=== z80_io_master ===
Fig. 1: z80_io_master, signal wires on met1
Scale bar: 20 um. Supply wires on this layer in grey.
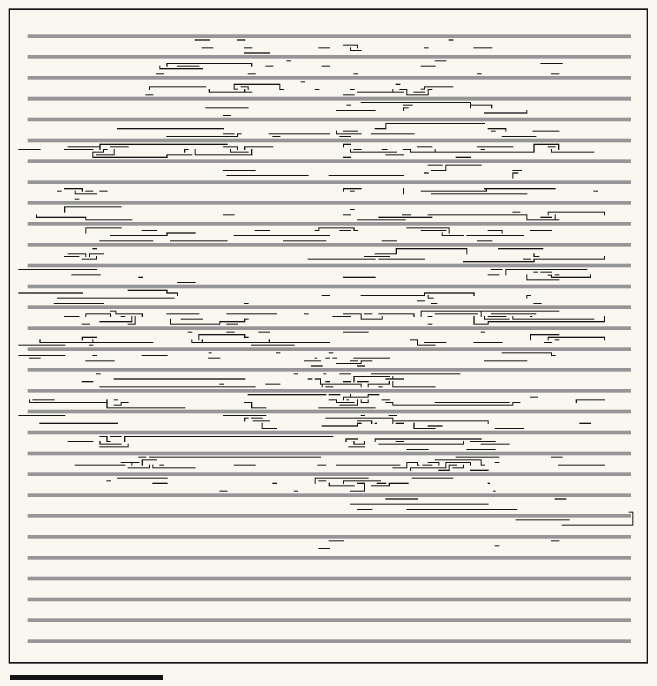
[src/rtl/z80io_pkg.sv]
// Shared state encoding and constants for the Z80 I/O bus master.
package z80io_pkg;

  typedef enum logic [2:0] {IDLE, T1, T2, TW, T3, DONE} state_t;

  localparam logic [7:0] DEFAULT_BASE_PORT = 8'h98;
  localparam logic [7:0] WAIT_TIMEOUT      = 8'd255;

endpackage

[src/rtl/z80io_tstate_timer.sv]
// T-state tick counter: free-runs 0..CLK_DIV-1 while a bus cycle is active,
// flagging the mid point and the last clock of each T-state.
module z80io_tstate_timer #(
  parameter int CLK_DIV = 8
) (
  input  logic clk_w,
  input  logic reset_n_w,
  input  logic run,
  output logic t_mid,
  output logic t_end
);

  localparam int CW = $clog2(CLK_DIV);

  logic [CW-1:0] count;

  assign t_end = (count == CW'(CLK_DIV - 1));
  assign t_mid = (count == CW'(CLK_DIV / 2 - 1));

  // Held at zero while idle so the first T1 clock always sees count 0.
  always_ff @(posedge clk_w or negedge reset_n_w) begin
    if (!reset_n_w) begin
      count <= '0;
    end else if (!run || t_end) begin
      count <= '0;
    end else begin
      count <= count + CW'(1);
    end
  end

endmodule

[src/rtl/z80_io_master.sv]
// Z80-timed I/O cycle generator for VDP ports BASE_PORT..BASE_PORT+3.
// Optional macro Z80IO_WAIT_EN enables wait_n sampling with a 255-TW timeout.
module z80_io_master
  import z80io_pkg::*;
#(
  parameter int         CLK_DIV    = 8,
  parameter logic [7:0] BASE_PORT  = DEFAULT_BASE_PORT,
  parameter int         EXTRA_WAIT = 0
) (
  input  logic       clk_w,
  input  logic       reset_n_w,
  input  logic       req,
  input  logic       wr,
  input  logic [1:0] port_sel,
  input  logic [7:0] wdata,
  output logic       ack,
  output logic [7:0] rdata,
  output logic       busy,
  output logic [7:0] addr,
  output logic       iorq_n,
  output logic       rd_n,
  output logic       wr_n,
  output logic [7:0] cd_o,
  output logic       cd_oe,
  input  logic [7:0] cd_i,
  input  logic       wait_n
);

  state_t     state, state_next;
  logic       t_mid, t_end;
  logic       wr_lat;
  logic [1:0] ew_cnt, ew_cnt_next;
  logic [7:0] wait_cnt, wait_cnt_next;
  logic       wait_timeout, wait_timeout_next;
  logic [7:0] cap;
  logic       wait_cond;
  logic       accept;
  logic       strobe_next;
  logic       unused_flags;

  assign accept       = (state == IDLE) && req;
  assign strobe_next  = (state_next == T2) || (state_next == TW) || (state_next == T3);
  assign unused_flags = wait_timeout;

  z80io_tstate_timer #(.CLK_DIV(CLK_DIV)) u_timer (
    .clk_w     (clk_w),
    .reset_n_w (reset_n_w),
    .run       (state != IDLE),
    .t_mid     (t_mid),
    .t_end     (t_end)
  );

`ifdef Z80IO_WAIT_EN
  logic [1:0] wait_sync;

  always_ff @(posedge clk_w or negedge reset_n_w) begin
    if (!reset_n_w) begin
      wait_sync <= 2'b11;
    end else begin
      wait_sync <= {wait_sync[0], wait_n};
    end
  end

  assign wait_cond = !wait_sync[1];
`else
  logic unused_wait;

  assign wait_cond   = 1'b0;
  assign unused_wait = wait_n;
`endif

  always_comb begin
    state_next        = state;
    ew_cnt_next       = ew_cnt;
    wait_cnt_next     = wait_cnt;
    wait_timeout_next = wait_timeout;
    case (state)
      IDLE: if (req) begin
        state_next        = T1;
        ew_cnt_next       = 2'd0;
        wait_cnt_next     = 8'd0;
        wait_timeout_next = 1'b0;
      end
      T1: if (t_end) state_next = T2;
      T2: if (t_end) state_next = TW;
      TW: if (t_end) begin
        // Fixed extra waits are served first, then the external wait request.
        if (int'(ew_cnt) < EXTRA_WAIT) begin
          ew_cnt_next = ew_cnt + 2'd1;
        end else if (wait_cond) begin
          if (wait_cnt == WAIT_TIMEOUT) begin
            state_next        = T3;
            wait_timeout_next = 1'b1;
          end else begin
            wait_cnt_next = wait_cnt + 8'd1;
          end
        end else begin
          state_next = T3;
        end
      end
      T3:      if (t_end) state_next = DONE;
      DONE:    state_next = IDLE;
      default: state_next = IDLE;
    endcase
  end

  always_ff @(posedge clk_w or negedge reset_n_w) begin
    if (!reset_n_w) begin
      state        <= IDLE;
      ew_cnt       <= 2'd0;
      wait_cnt     <= 8'd0;
      wait_timeout <= 1'b0;
    end else begin
      state        <= state_next;
      ew_cnt       <= ew_cnt_next;
      wait_cnt     <= wait_cnt_next;
      wait_timeout <= wait_timeout_next;
    end
  end

  // Bus outputs are registered from the next state so they change cleanly on
  // state boundaries and drop asynchronously with reset.
  always_ff @(posedge clk_w or negedge reset_n_w) begin
    if (!reset_n_w) begin
      ack    <= 1'b0;
      busy   <= 1'b0;
      rdata  <= 8'd0;
      addr   <= 8'd0;
      iorq_n <= 1'b1;
      rd_n   <= 1'b1;
      wr_n   <= 1'b1;
      cd_o   <= 8'd0;
      cd_oe  <= 1'b0;
      wr_lat <= 1'b0;
      cap    <= 8'd0;
    end else begin
      ack    <= (state_next == DONE);
      busy   <= strobe_next || (state_next == T1);
      iorq_n <= !strobe_next;
      rd_n   <= !(strobe_next && !wr_lat);
      wr_n   <= !(strobe_next && wr_lat);
      if (accept) begin
        wr_lat <= wr;
        addr   <= BASE_PORT + {6'd0, port_sel};
        cd_oe  <= wr;
        if (wr) cd_o <= wdata;
      end else if (state_next == DONE) begin
        cd_oe <= 1'b0;
        if (!wr_lat) rdata <= cap;
      end
      if ((state == T3) && t_mid && !wr_lat) cap <= cd_i;
    end
  end

endmodule

[config.mk]
export PLATFORM = sky130hd
export DESIGN_NAME = z80_io_master
export DESIGN_NICKNAME = d
export VERILOG_FILES = /design/src/rtl/z80io_pkg.sv /design/src/rtl/z80io_tstate_timer.sv /design/src/rtl/z80_io_master.sv
export SDC_FILE = /design/constraint.sdc
export NUM_CORES = 1
export LEC_CHECK = 0
export ABC_AREA = 1
export CELL_PAD_IN_SITES_DETAIL_PLACEMENT = 0
export CELL_PAD_IN_SITES_GLOBAL_PLACEMENT = 2
export CORE_AREA = 2 2 81 83
export DETAILED_ROUTE_END_ITERATION = 10
export DIE_AREA = 0 0 83 85
export PLACE_DENSITY = 0.88
export SLEW_MARGIN = 10
export SYNTH_ARGS = -nofsm -noshare
export SYNTH_HDL_FRONTEND = slang
export SYNTH_SLANG_ARGS = --single-unit
[constraint.sdc]
create_clock -name clk_w -period 1.8 [get_ports clk_w]
set_clock_uncertainty 0.1 [all_clocks]
set_input_delay 0.18 -clock clk_w [delete_from_list [all_inputs] [get_ports clk_w]]
set_output_delay 0.18 -clock clk_w [all_outputs]
set_load 0.03 [all_outputs]
==> CHANGELOG.md <==
### Physical design

- Status: finished clean
- Unrepaired setup endpoints after global routing: no
- Final min period: 1.75 ns
- Wire per inst: 10.8 um
- CP max stage cell: clkdlybuf4s50_1
- CLK BUF: 5
- XOR Share, Synth: 0
- Worst vdd ir: 0.542 mV
- Fin area: 0.00233 sq mm
- Int Power: 0.00183 W
- Adder-cell share of the synthesized area: 0.0231
- Share of cells above drive strength 1: 0.143
- Setup crit end kind: primary output
- Die W: 83 um
- Tapcell Cnt: 77
- Final Setup Violations: 0
- Most frequent logic cell in the layout: nand2_1
- Area share, top type: 0.569
- GRT Total Usage: 0.0984
- CTS root buffer: clkbuf_8
- Crit Path Max Fanout: 1
- Vias in the first global route: 1162
- Crit path DRT: 1.52 ns
- Clock Sinks: 40
- Hold buffers post-CTS: 1
- Sw Share: 0.340
- Registers: 40
- Total power: 0.00278 W
- Final Net Count: 248
About Fig. 1:
The layer carries 1540 um of wire. The longest straight run is 27.1 um. The layer holds 48% of the routed length.
M1 GR Usage: 0.132
Vias: 1206


=== elastic_buffer ===
Fig. 2: elastic_buffer, signal wires on met1
Scale bar: 20 um. Supply wires on this layer in grey.
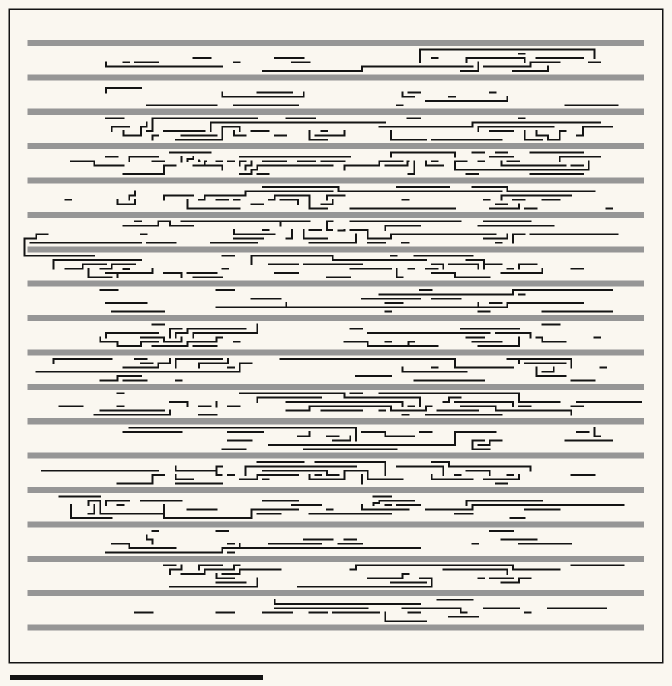
===== config.mk =====
export PLATFORM = sky130hd
export DESIGN_NAME = elastic_buffer
export DESIGN_NICKNAME = d
export VERILOG_FILES = /design/src/rtl/elastic_buffer_pkg.sv /design/src/rtl/elastic_buffer_mem.sv /design/src/rtl/elastic_buffer.sv
export SDC_FILE = /design/constraint.sdc
export NUM_CORES = 1
export LEC_CHECK = 0
export ABC_AREA = 1
export CAP_MARGIN = 25
export CORE_UTILIZATION = 44
export DETAILED_ROUTE_END_ITERATION = 8
export GPL_TIMING_DRIVEN = 0
export PLACE_DENSITY_LB_ADDON = 0.1
export SLEW_MARGIN = 10
export SYNTH_ARGS = -nofsm -noshare
export SYNTH_HDL_FRONTEND = slang
export SYNTH_SLANG_ARGS = --single-unit

===== constraint.sdc =====
create_clock -name clk -period 1.4 [get_ports clk]
set_input_delay 0.28 -clock clk [delete_from_list [all_inputs] [get_ports clk]]
set_output_delay 0.28 -clock clk [all_outputs]
set_load 0.05 [all_outputs]

===== src/rtl/elastic_buffer_pkg.sv =====
// rtl/elastic_buffer_pkg.sv - shared widths and pointer helpers for elastic_buffer
package elastic_buffer_pkg;

    localparam int STAT_W = 32;

    function automatic int cnt_width(input int depth);
        return $clog2(depth + 1);
    endfunction

    // Explicit wrap so non-power-of-2 depths work.
    function automatic int ptr_inc(input int ptr, input int depth);
        return (ptr == depth - 1) ? 0 : ptr + 1;
    endfunction

endpackage


===== src/rtl/elastic_buffer_mem.sv =====
// rtl/elastic_buffer_mem.sv - DEPTH x DW register array, registered write, asynchronous read
module elastic_buffer_mem #(
    parameter int DW    = 8,
    parameter int DEPTH = 2,
    parameter int AW    = 1
) (
    input  logic          clk,
    input  logic          rst_n,
    input  logic          we,
    input  logic [AW-1:0] waddr,
    input  logic [DW-1:0] wdata,
    input  logic [AW-1:0] raddr,
    output logic [DW-1:0] rdata
);

    logic [DW-1:0] mem [DEPTH];

    always_ff @(posedge clk or negedge rst_n) begin
        if (!rst_n) begin
            for (int i = 0; i < DEPTH; i++) begin
                mem[i] <= '0;
            end
        end else if (we) begin
            mem[waddr] <= wdata;
        end
    end

    assign rdata = mem[raddr];

endmodule


===== src/rtl/elastic_buffer.sv =====
// rtl/elastic_buffer.sv - DEPTH-entry valid/ready elastic buffer with optional bypass; stats under ELASTIC_BUFFER_STATS_EN
module elastic_buffer
    import elastic_buffer_pkg::*;
#(
    parameter int DW     = 8,
    parameter int DEPTH  = 2,
    parameter int BYPASS = 1
) (
    input  logic                          clk,
    input  logic                          rst_n,
    input  logic                          valid_i,
    output logic                          ready_o,
    input  logic [DW-1:0]                 data_i,
    output logic                          valid_o,
    input  logic                          ready_i,
    output logic [DW-1:0]                 data_o,
    output logic [cnt_width(DEPTH)-1:0]   count_o
`ifdef ELASTIC_BUFFER_STATS_EN
    ,
    output logic [STAT_W-1:0]             stall_cnt_o,
    output logic [cnt_width(DEPTH)-1:0]   max_count_o
`endif
);

    localparam int CW = cnt_width(DEPTH);
    localparam int PW = $clog2(DEPTH);
    localparam logic [CW-1:0] FULL = CW'(DEPTH);
    localparam bit BYP = (BYPASS != 0);

    logic [PW-1:0] wr_ptr;
    logic [PW-1:0] rd_ptr;
    logic [CW-1:0] count;
    logic [CW-1:0] count_nxt;
    logic [DW-1:0] mem_rdata;
    logic          empty;
    logic          bypass_hit;
    logic          push;
    logic          pop;
    logic          store;
    logic          drain;

    elastic_buffer_mem #(
        .DW    (DW),
        .DEPTH (DEPTH),
        .AW    (PW)
    ) u_mem (
        .clk   (clk),
        .rst_n (rst_n),
        .we    (store),
        .waddr (wr_ptr),
        .wdata (data_i),
        .raddr (rd_ptr),
        .rdata (mem_rdata)
    );

    always_comb begin
        empty      = (count == '0);
        ready_o    = rst_n && (count < FULL);
        bypass_hit = BYP && empty && valid_i && rst_n;
        valid_o    = rst_n && (!empty || bypass_hit);
        data_o     = '0;
        if (valid_o) begin
            data_o = empty ? data_i : mem_rdata;
        end
        push  = valid_i && ready_o;
        pop   = valid_o && ready_i;
        // A bypassed beat taken downstream in the same cycle never touches storage.
        store = push && !(bypass_hit && ready_i);
        drain = pop && !empty;
        count_nxt = count;
        if (store && !drain) begin
            count_nxt = count + CW'(1);
        end else if (drain && !store) begin
            count_nxt = count - CW'(1);
        end
    end

    always_ff @(posedge clk or negedge rst_n) begin
        if (!rst_n) begin
            wr_ptr <= '0;
            rd_ptr <= '0;
            count  <= '0;
        end else begin
            count <= count_nxt;
            if (store) begin
                wr_ptr <= PW'(ptr_inc(int'(wr_ptr), DEPTH));
            end
            if (drain) begin
                rd_ptr <= PW'(ptr_inc(int'(rd_ptr), DEPTH));
            end
        end
    end

    assign count_o = count;

`ifdef ELASTIC_BUFFER_STATS_EN
    logic [STAT_W-1:0] stall_cnt;
    logic [CW-1:0]     max_count;

    always_ff @(posedge clk or negedge rst_n) begin
        if (!rst_n) begin
            stall_cnt <= '0;
            max_count <= '0;
        end else begin
            if (valid_o && !ready_i && (stall_cnt != '1)) begin
                stall_cnt <= stall_cnt + STAT_W'(1);
            end
            if (count_nxt > max_count) begin
                max_count <= count_nxt;
            end
        end
    end

    assign stall_cnt_o = stall_cnt;
    assign max_count_o = max_count;
`endif

endmodule


==> CHANGELOG.md <==
### Physical design

- Tapcell Cnt: 28
- Hold buffers post-CTS: 1
- Top cells by area: dfrtp_1, nand2_1, nand3_1, o21ai_0, nor2_1
- Yosys cell types: 21
- Vias per cell: 5.65
- Status: complete, but fails checks
- Ant diodes: 0
- Post-Place Cells: 192
- Pre-CTS WS: -1.34 ns
- Top Layer Used: met4
- Most frequent logic cell in the layout: nand2_1
- Biggest register: u_mem.mem
- Mapped Cells: 140
- Crit path DRT: 1.12 ns
- Sw Share: 0.500
- Seq area share: 0.275
- Syn Area/Cell: 7.72 sq um
- Critical path, cell by cell: inv_4 > nand2_8 > o21ai_4 > buf_12 > clkinvlp_4 > buf_6
- First-pass GRT wire length: 5630 um
- Metal3 WL: 304 um
- Synthesized area: 0.00108 sq mm
- XOR Share, Synth: 0.0162
- WP buf/inv: 4
- Post-layout period usage: 1.28
- CLK BUF: 4
- Int Power: 0.00227 W
- Switching pwr: 0.00227 W
- RR Startpoint: count_o[0]$_DFFE_PN0P_
- Final min period: 1.79 ns
- Asr flop ratio synth: 1.00
- Ports: 24
- Failing checks: negative setup slack
- Setup crit end kind: primary output
- Initial antenna violation count: 0
- Final Net Count: 204
- Bufs w/o clock: 50
- Yosys aoi share: 0.0498
- Final Setup Violations: 17
- Non-Filler Instances: 218
- Post-Route Utilization: 0.812
- Met3 Track Usage GR: 0.0673
- Worst-Margin Slew: 0.483 ns
- Count of final hold-check violations: 0
- Total power: 0.00454 W
- Fin area: 0.00183 sq mm
- Min Hold Slack: 0.157 ns
- Metal2 WL: 1910 um
- Largest register FFs: 16
- Clock network power: 0.000349 W
- Reg area: 503 sq um
- CTS Buf Count: 3
- Worst hold path class: primary input to async pin
- Area share, top type: 0.463
- Rel. slew slack: 0.679
- Delay-heaviest family, CP: flip-flops
- Share of cells above drive strength 1: 0.426
- Max Cap Viol: 0
- Crit. path cell count: 6
- Yosys cell count: 140
- Worst vdd ir: 1.62 mV
- Initial DRC Count: 57
- R2R cell count: 9
- Die area: 0.00266 sq mm
- Fin worst setup slack: -0.393 ns
- CTS root buffer: clkbuf_4
- CP endpoint: valid_o
- Clock Sinks: 20
About Fig. 2:
181 nets have wire on it. The longest straight run is 23.0 um.
DRT Wirelength: 3700 um
M1 GR Usage: 0.348
Vias: 1231


=== sdram_arbit_flat ===
Fig. 3: sdram_arbit_flat, signal wires on met1
Scale bar: 20 um. Supply wires on this layer in grey.
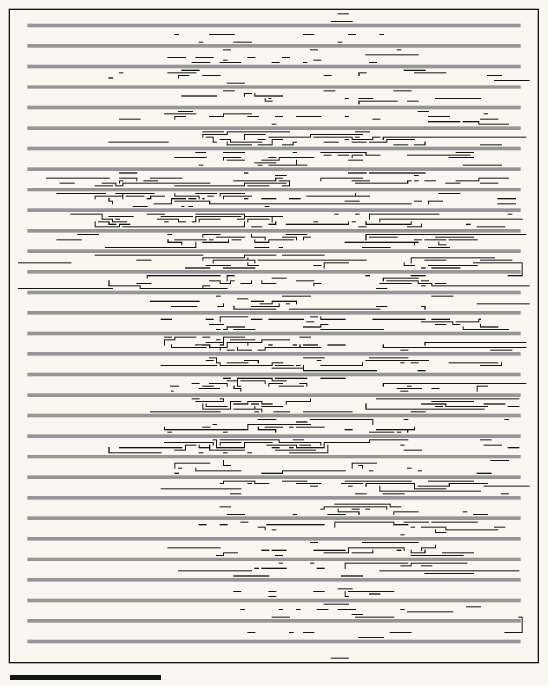
Fig. 4: sdram_arbit_flat, met2 routing
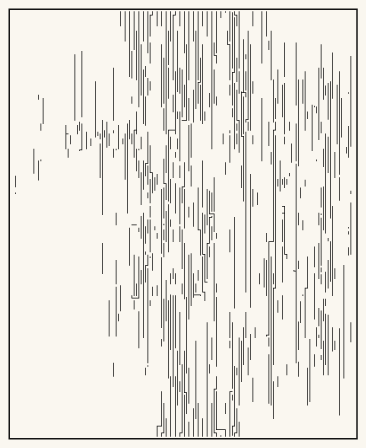
--- src/rtl/sdram_arbit_if.sv ---
// +----------------------------------------------------------------------------+
// | sdram_arbit_if : source-side and pin-side signals of the SDRAM arbiter     |
// | Rev 1.0                                                                    |
// +----------------------------------------------------------------------------+
`default_nettype none

interface sdram_arbit_if;
    logic        init_end;
    logic [3:0]  init_cmd;
    logic [11:0] init_addr;
    logic        aref_en;
    logic        aref_end;
    logic [3:0]  aref_cmd;
    logic [11:0] aref_addr;
    logic        wr_req;
    logic        wr_en;
    logic        wr_end;
    logic [3:0]  wr_cmd;
    logic [11:0] wr_addr;
    logic [1:0]  wr_bank;
    logic        rd_req;
    logic        rd_en;
    logic        rd_end;
    logic [3:0]  rd_cmd;
    logic [11:0] rd_addr;
    logic [1:0]  rd_bank;
    logic        ref_pend;
    logic [3:0]  sdram_cmd;
    logic [11:0] sdram_addr;
    logic [1:0]  sdram_bank;

    // Arbiter view
    modport slave (
        input  init_end, init_cmd, init_addr,
        output aref_en,
        input  aref_end, aref_cmd, aref_addr,
        input  wr_req,
        output wr_en,
        input  wr_end, wr_cmd, wr_addr, wr_bank,
        input  rd_req,
        output rd_en,
        input  rd_end, rd_cmd, rd_addr, rd_bank,
        output ref_pend, sdram_cmd, sdram_addr, sdram_bank
    );

    // Command-source / pin view
    modport master (
        output init_end, init_cmd, init_addr,
        input  aref_en,
        output aref_end, aref_cmd, aref_addr,
        output wr_req,
        input  wr_en,
        output wr_end, wr_cmd, wr_addr, wr_bank,
        output rd_req,
        input  rd_en,
        output rd_end, rd_cmd, rd_addr, rd_bank,
        input  ref_pend, sdram_cmd, sdram_addr, sdram_bank
    );
endinterface

`default_nettype wire

--- src/rtl/sdram_arbit.sv ---
// +----------------------------------------------------------------------------+
// | sdram_arbit : SDRAM command arbiter, refresh timer and registered pin mux  |
// | Rev 1.0                                                                    |
// +----------------------------------------------------------------------------+
`default_nettype none

module sdram_arbit #(
    parameter int REF_CNT_MAX = 780
) (
    input  logic          sclk,
    input  logic          s_rst_n,
    sdram_arbit_if.slave  bus
);

    localparam int          c_CNT_W    = (REF_CNT_MAX > 1) ? $clog2(REF_CNT_MAX) : 1;
    localparam logic [c_CNT_W-1:0] c_CNT_LAST = c_CNT_W'(REF_CNT_MAX - 1);
    localparam logic [3:0]  c_CMD_NOP  = 4'b0111;

    typedef enum logic [2:0] {
        ST_INIT  = 3'd0,
        ST_ARBIT = 3'd1,
        ST_AREF  = 3'd2,
        ST_WRITE = 3'd3,
        ST_READ  = 3'd4
    } state_t;

    state_t               r_state;
    state_t               w_state_nxt;
    logic [c_CNT_W-1:0]   r_ref_cnt;
    logic                 r_ref_pend;
    logic                 r_last_wr;
    logic                 w_wrap;
    logic                 w_gnt_aref;
    logic                 w_gnt_wr;
    logic                 w_gnt_rd;
    logic [3:0]           w_cmd;
    logic [11:0]          w_addr;
    logic [1:0]           w_bank;

    always_ff @(posedge sclk or negedge s_rst_n) begin
        if (!s_rst_n) r_state <= ST_INIT;
        else          r_state <= w_state_nxt;
    end

    always_comb begin
        w_state_nxt = r_state;
        w_cmd       = c_CMD_NOP;
        w_addr      = 12'd0;
        w_bank      = 2'd0;
        case (r_state)
            ST_INIT: begin
                w_cmd  = bus.init_cmd;
                w_addr = bus.init_addr;
                if (bus.init_end) w_state_nxt = ST_ARBIT;
            end
            ST_ARBIT: begin
                // Refresh first; on a write/read tie, alternate from the last grant
                if (r_ref_pend)                    w_state_nxt = ST_AREF;
                else if (bus.wr_req && bus.rd_req) w_state_nxt = r_last_wr ? ST_READ : ST_WRITE;
                else if (bus.wr_req)               w_state_nxt = ST_WRITE;
                else if (bus.rd_req)               w_state_nxt = ST_READ;
            end
            ST_AREF: begin
                w_cmd  = bus.aref_cmd;
                w_addr = bus.aref_addr;
                if (bus.aref_end) w_state_nxt = ST_ARBIT;
            end
            ST_WRITE: begin
                w_cmd  = bus.wr_cmd;
                w_addr = bus.wr_addr;
                w_bank = bus.wr_bank;
                if (bus.wr_end) w_state_nxt = ST_ARBIT;
            end
            ST_READ: begin
                w_cmd  = bus.rd_cmd;
                w_addr = bus.rd_addr;
                w_bank = bus.rd_bank;
                if (bus.rd_end) w_state_nxt = ST_ARBIT;
            end
            default: w_state_nxt = ST_INIT;
        endcase
    end

    assign w_gnt_aref = (r_state == ST_ARBIT) && (w_state_nxt == ST_AREF);
    assign w_gnt_wr   = (r_state == ST_ARBIT) && (w_state_nxt == ST_WRITE);
    assign w_gnt_rd   = (r_state == ST_ARBIT) && (w_state_nxt == ST_READ);
    assign w_wrap     = (r_state != ST_INIT) && (r_ref_cnt == c_CNT_LAST);

    // A wrap coinciding with a refresh grant re-arms the request rather than losing it
    always_ff @(posedge sclk or negedge s_rst_n) begin
        if (!s_rst_n) begin
            r_ref_cnt  <= '0;
            r_ref_pend <= 1'b0;
        end else begin
            if (r_state == ST_INIT || w_wrap) r_ref_cnt <= '0;
            else                              r_ref_cnt <= r_ref_cnt + 1'b1;
            if (w_wrap)          r_ref_pend <= 1'b1;
            else if (w_gnt_aref) r_ref_pend <= 1'b0;
        end
    end

    always_ff @(posedge sclk or negedge s_rst_n) begin
        if (!s_rst_n) begin
            r_last_wr      <= 1'b0;
            bus.aref_en    <= 1'b0;
            bus.wr_en      <= 1'b0;
            bus.rd_en      <= 1'b0;
            bus.sdram_cmd  <= c_CMD_NOP;
            bus.sdram_addr <= 12'd0;
            bus.sdram_bank <= 2'd0;
        end else begin
            if (w_gnt_wr)      r_last_wr <= 1'b1;
            else if (w_gnt_rd) r_last_wr <= 1'b0;
            bus.aref_en    <= w_gnt_aref;
            bus.wr_en      <= w_gnt_wr;
            bus.rd_en      <= w_gnt_rd;
            bus.sdram_cmd  <= w_cmd;
            bus.sdram_addr <= w_addr;
            bus.sdram_bank <= w_bank;
        end
    end

    assign bus.ref_pend = r_ref_pend;

endmodule

`default_nettype wire

--- src/flat_wrapper.sv ---
// flat-port wrapper written by rule: the top's interface ports become plain ports
module sdram_arbit_flat 
#(
    parameter int REF_CNT_MAX = 780
)
  (sclk, s_rst_n, bus_init_end, bus_init_cmd, bus_init_addr, bus_aref_en, bus_aref_end, bus_aref_cmd, bus_aref_addr, bus_wr_req, bus_wr_en, bus_wr_end, bus_wr_cmd, bus_wr_addr, bus_wr_bank, bus_rd_req, bus_rd_en, bus_rd_end, bus_rd_cmd, bus_rd_addr, bus_rd_bank, bus_ref_pend, bus_sdram_cmd, bus_sdram_addr, bus_sdram_bank);
  sdram_arbit_if bus_i ();
  input  logic sclk;
  input  logic s_rst_n;
  input wire logic [$bits(bus_i.init_end)-1:0] bus_init_end;
  input wire logic [$bits(bus_i.init_cmd)-1:0] bus_init_cmd;
  input wire logic [$bits(bus_i.init_addr)-1:0] bus_init_addr;
  output wire logic [$bits(bus_i.aref_en)-1:0] bus_aref_en;
  input wire logic [$bits(bus_i.aref_end)-1:0] bus_aref_end;
  input wire logic [$bits(bus_i.aref_cmd)-1:0] bus_aref_cmd;
  input wire logic [$bits(bus_i.aref_addr)-1:0] bus_aref_addr;
  input wire logic [$bits(bus_i.wr_req)-1:0] bus_wr_req;
  output wire logic [$bits(bus_i.wr_en)-1:0] bus_wr_en;
  input wire logic [$bits(bus_i.wr_end)-1:0] bus_wr_end;
  input wire logic [$bits(bus_i.wr_cmd)-1:0] bus_wr_cmd;
  input wire logic [$bits(bus_i.wr_addr)-1:0] bus_wr_addr;
  input wire logic [$bits(bus_i.wr_bank)-1:0] bus_wr_bank;
  input wire logic [$bits(bus_i.rd_req)-1:0] bus_rd_req;
  output wire logic [$bits(bus_i.rd_en)-1:0] bus_rd_en;
  input wire logic [$bits(bus_i.rd_end)-1:0] bus_rd_end;
  input wire logic [$bits(bus_i.rd_cmd)-1:0] bus_rd_cmd;
  input wire logic [$bits(bus_i.rd_addr)-1:0] bus_rd_addr;
  input wire logic [$bits(bus_i.rd_bank)-1:0] bus_rd_bank;
  output wire logic [$bits(bus_i.ref_pend)-1:0] bus_ref_pend;
  output wire logic [$bits(bus_i.sdram_cmd)-1:0] bus_sdram_cmd;
  output wire logic [$bits(bus_i.sdram_addr)-1:0] bus_sdram_addr;
  output wire logic [$bits(bus_i.sdram_bank)-1:0] bus_sdram_bank;
  assign bus_i.init_end = bus_init_end;
  assign bus_i.init_cmd = bus_init_cmd;
  assign bus_i.init_addr = bus_init_addr;
  assign bus_aref_en = bus_i.aref_en;
  assign bus_i.aref_end = bus_aref_end;
  assign bus_i.aref_cmd = bus_aref_cmd;
  assign bus_i.aref_addr = bus_aref_addr;
  assign bus_i.wr_req = bus_wr_req;
  assign bus_wr_en = bus_i.wr_en;
  assign bus_i.wr_end = bus_wr_end;
  assign bus_i.wr_cmd = bus_wr_cmd;
  assign bus_i.wr_addr = bus_wr_addr;
  assign bus_i.wr_bank = bus_wr_bank;
  assign bus_i.rd_req = bus_rd_req;
  assign bus_rd_en = bus_i.rd_en;
  assign bus_i.rd_end = bus_rd_end;
  assign bus_i.rd_cmd = bus_rd_cmd;
  assign bus_i.rd_addr = bus_rd_addr;
  assign bus_i.rd_bank = bus_rd_bank;
  assign bus_ref_pend = bus_i.ref_pend;
  assign bus_sdram_cmd = bus_i.sdram_cmd;
  assign bus_sdram_addr = bus_i.sdram_addr;
  assign bus_sdram_bank = bus_i.sdram_bank;
  sdram_arbit #(.REF_CNT_MAX(REF_CNT_MAX)) u_core (.sclk(sclk), .s_rst_n(s_rst_n), .bus(bus_i));
endmodule
--- config.mk ---
export PLATFORM = sky130hd
export DESIGN_NAME = sdram_arbit_flat
export DESIGN_NICKNAME = d
export VERILOG_FILES = /design/src/rtl/sdram_arbit_if.sv /design/src/rtl/sdram_arbit.sv /design/src/flat_wrapper.sv
export SDC_FILE = /design/constraint.sdc
export NUM_CORES = 1
export LEC_CHECK = 0
export ABC_AREA = 0
export CAP_MARGIN = 10
export CORE_ASPECT_RATIO = 1.25
export CORE_MARGIN = 2
export CORE_UTILIZATION = 35
export CTS_CLUSTER_SIZE = 16
export DETAILED_ROUTE_END_ITERATION = 12
export PLACE_DENSITY = 0.83
export RECOVER_POWER = 100
export SYNTH_ARGS = -nofsm -noshare
export SYNTH_HDL_FRONTEND = slang
export SYNTH_SLANG_ARGS = --single-unit
--- constraint.sdc ---
create_clock -name sclk -period 2.1 [get_ports sclk]
set_input_delay 0.315 -clock sclk [delete_from_list [all_inputs] [get_ports sclk]]
set_output_delay 0.315 -clock sclk [all_outputs]
set_load 0.1 [all_outputs]
==> CHANGELOG.md <==
### Physical design

- # DRC: 0
- Tapcell Cnt: 64
- Area share, top type: 0.435
- CP max stage cell: clkbuf_1
- Multi-In Gates: 118
- Final min period: 1.80 ns
- Comb power: 0.00232 W
- Status: finished clean
- Power per Cell Area: 1360 mW/mm^2
- Die area: 0.00604 sq mm
- Num rows: 30
- Main synth FF type: dfrtp_1
- Pre-Place Util: 0.356
- Most frequent logic cell in the layout: clkdlybuf4s50_1
- Fin area: 0.00288 sq mm
- Unrepaired setup endpoints after global routing: no
- Post-Place Cells: 326
- Largest net degree at the start of global routing: 37
- P_leak: 1.18 nW
- Yosys warns: 0
- Post-DP Area: 0.00288 sq mm
- Max Cap Viol: 0
- Total power: 0.00392 W
- R2r setup slk: 0.38 ns
- Share of cells above drive strength 1: 0.156
- WP buf/inv: 1
- XOR Share, Synth: 0.0138
- Simple share: 0.138
- Post-CTS sizing: 0
- Port bufs: 97
- Fill cells: 501
- Clock Sinks: 36
- Largest class: registers
- Pins Over Slew Limit: 0
- Top Layout Cells: clkdlybuf4s50_1, dfrtp_1, a2bb2oi_1
- Ports: 98
- Clock Latency Late Sink: 0.29 ns
- Synth cell count leaders: dfrtp_1, a2bb2oi_1, mux2i_1, o2bb2ai_1, nor2_1
- Int Power: 0.00183 W
- Flip-flops with a built-in enable: 0
- Die Y: 86.4 um
- Placer congestion estimate: 0.840
- Worst Skew: 0.00800 ns
- Clk buf depth: 2
- Largest register FFs: 12
- CP max stage delay: 0.86 ns
- Worst hold path class: primary input to async pin
- Detailed Place HPWL: 3990 um
- Final Net Count: 346
- Final Setup Violations: 0
- Pre-CTS WS: 0.548 ns
- Remaining antenna violation count: 0
- Setup crit start: u_core.bus.sdram_addr[11]$_DFF_PN0_
- Crit Path Max Fanout: 1
- Fin worst setup slack: 0.301 ns
Notes on Fig. 3 above:
The longest straight run is 26.7 um. The wires run mostly horizontal.
DRT Wirelength: 5200 um
M1 GR Usage: 0.192

Notes on Fig. 4 above:
The longest straight run is 40.1 um. The layer carries 2760 um of wire. The wires run mostly vertical. The layer holds 53% of the routed length.
grt met2 use: 0.314
Vias: 1753



## Gallery

Clock nets.
panel A
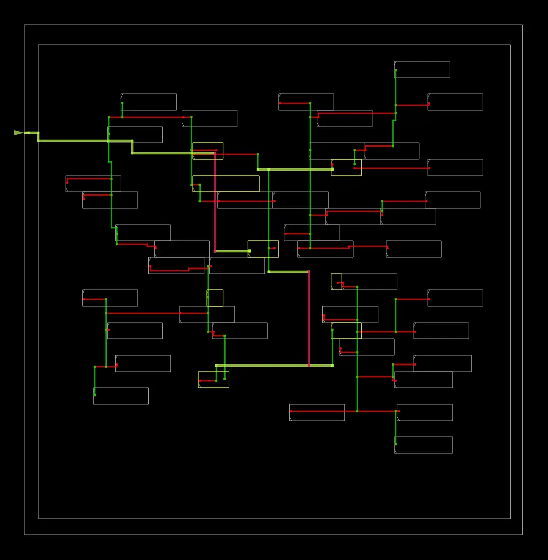
panel B
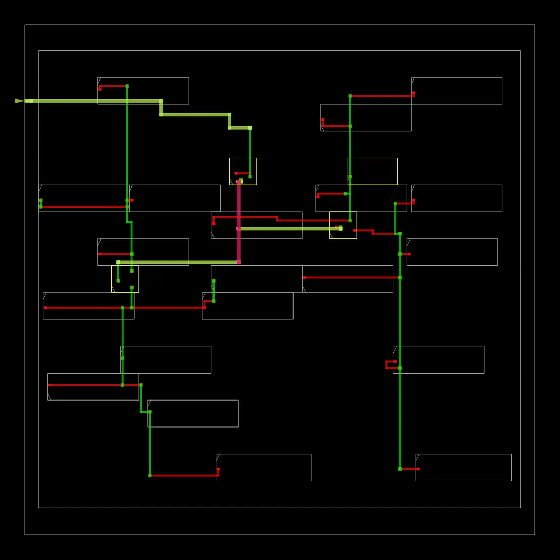
panel C
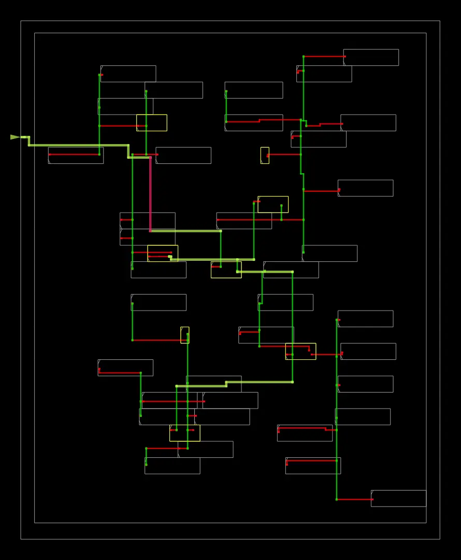
elastic_buffer is panel B.
z80_io_master is panel A.
sdram_arbit_flat is panel C.
Of these, most clock buffers: panel C
Of these, fewest sequential cells: panel B

Power and IR drop assume default switching activity.
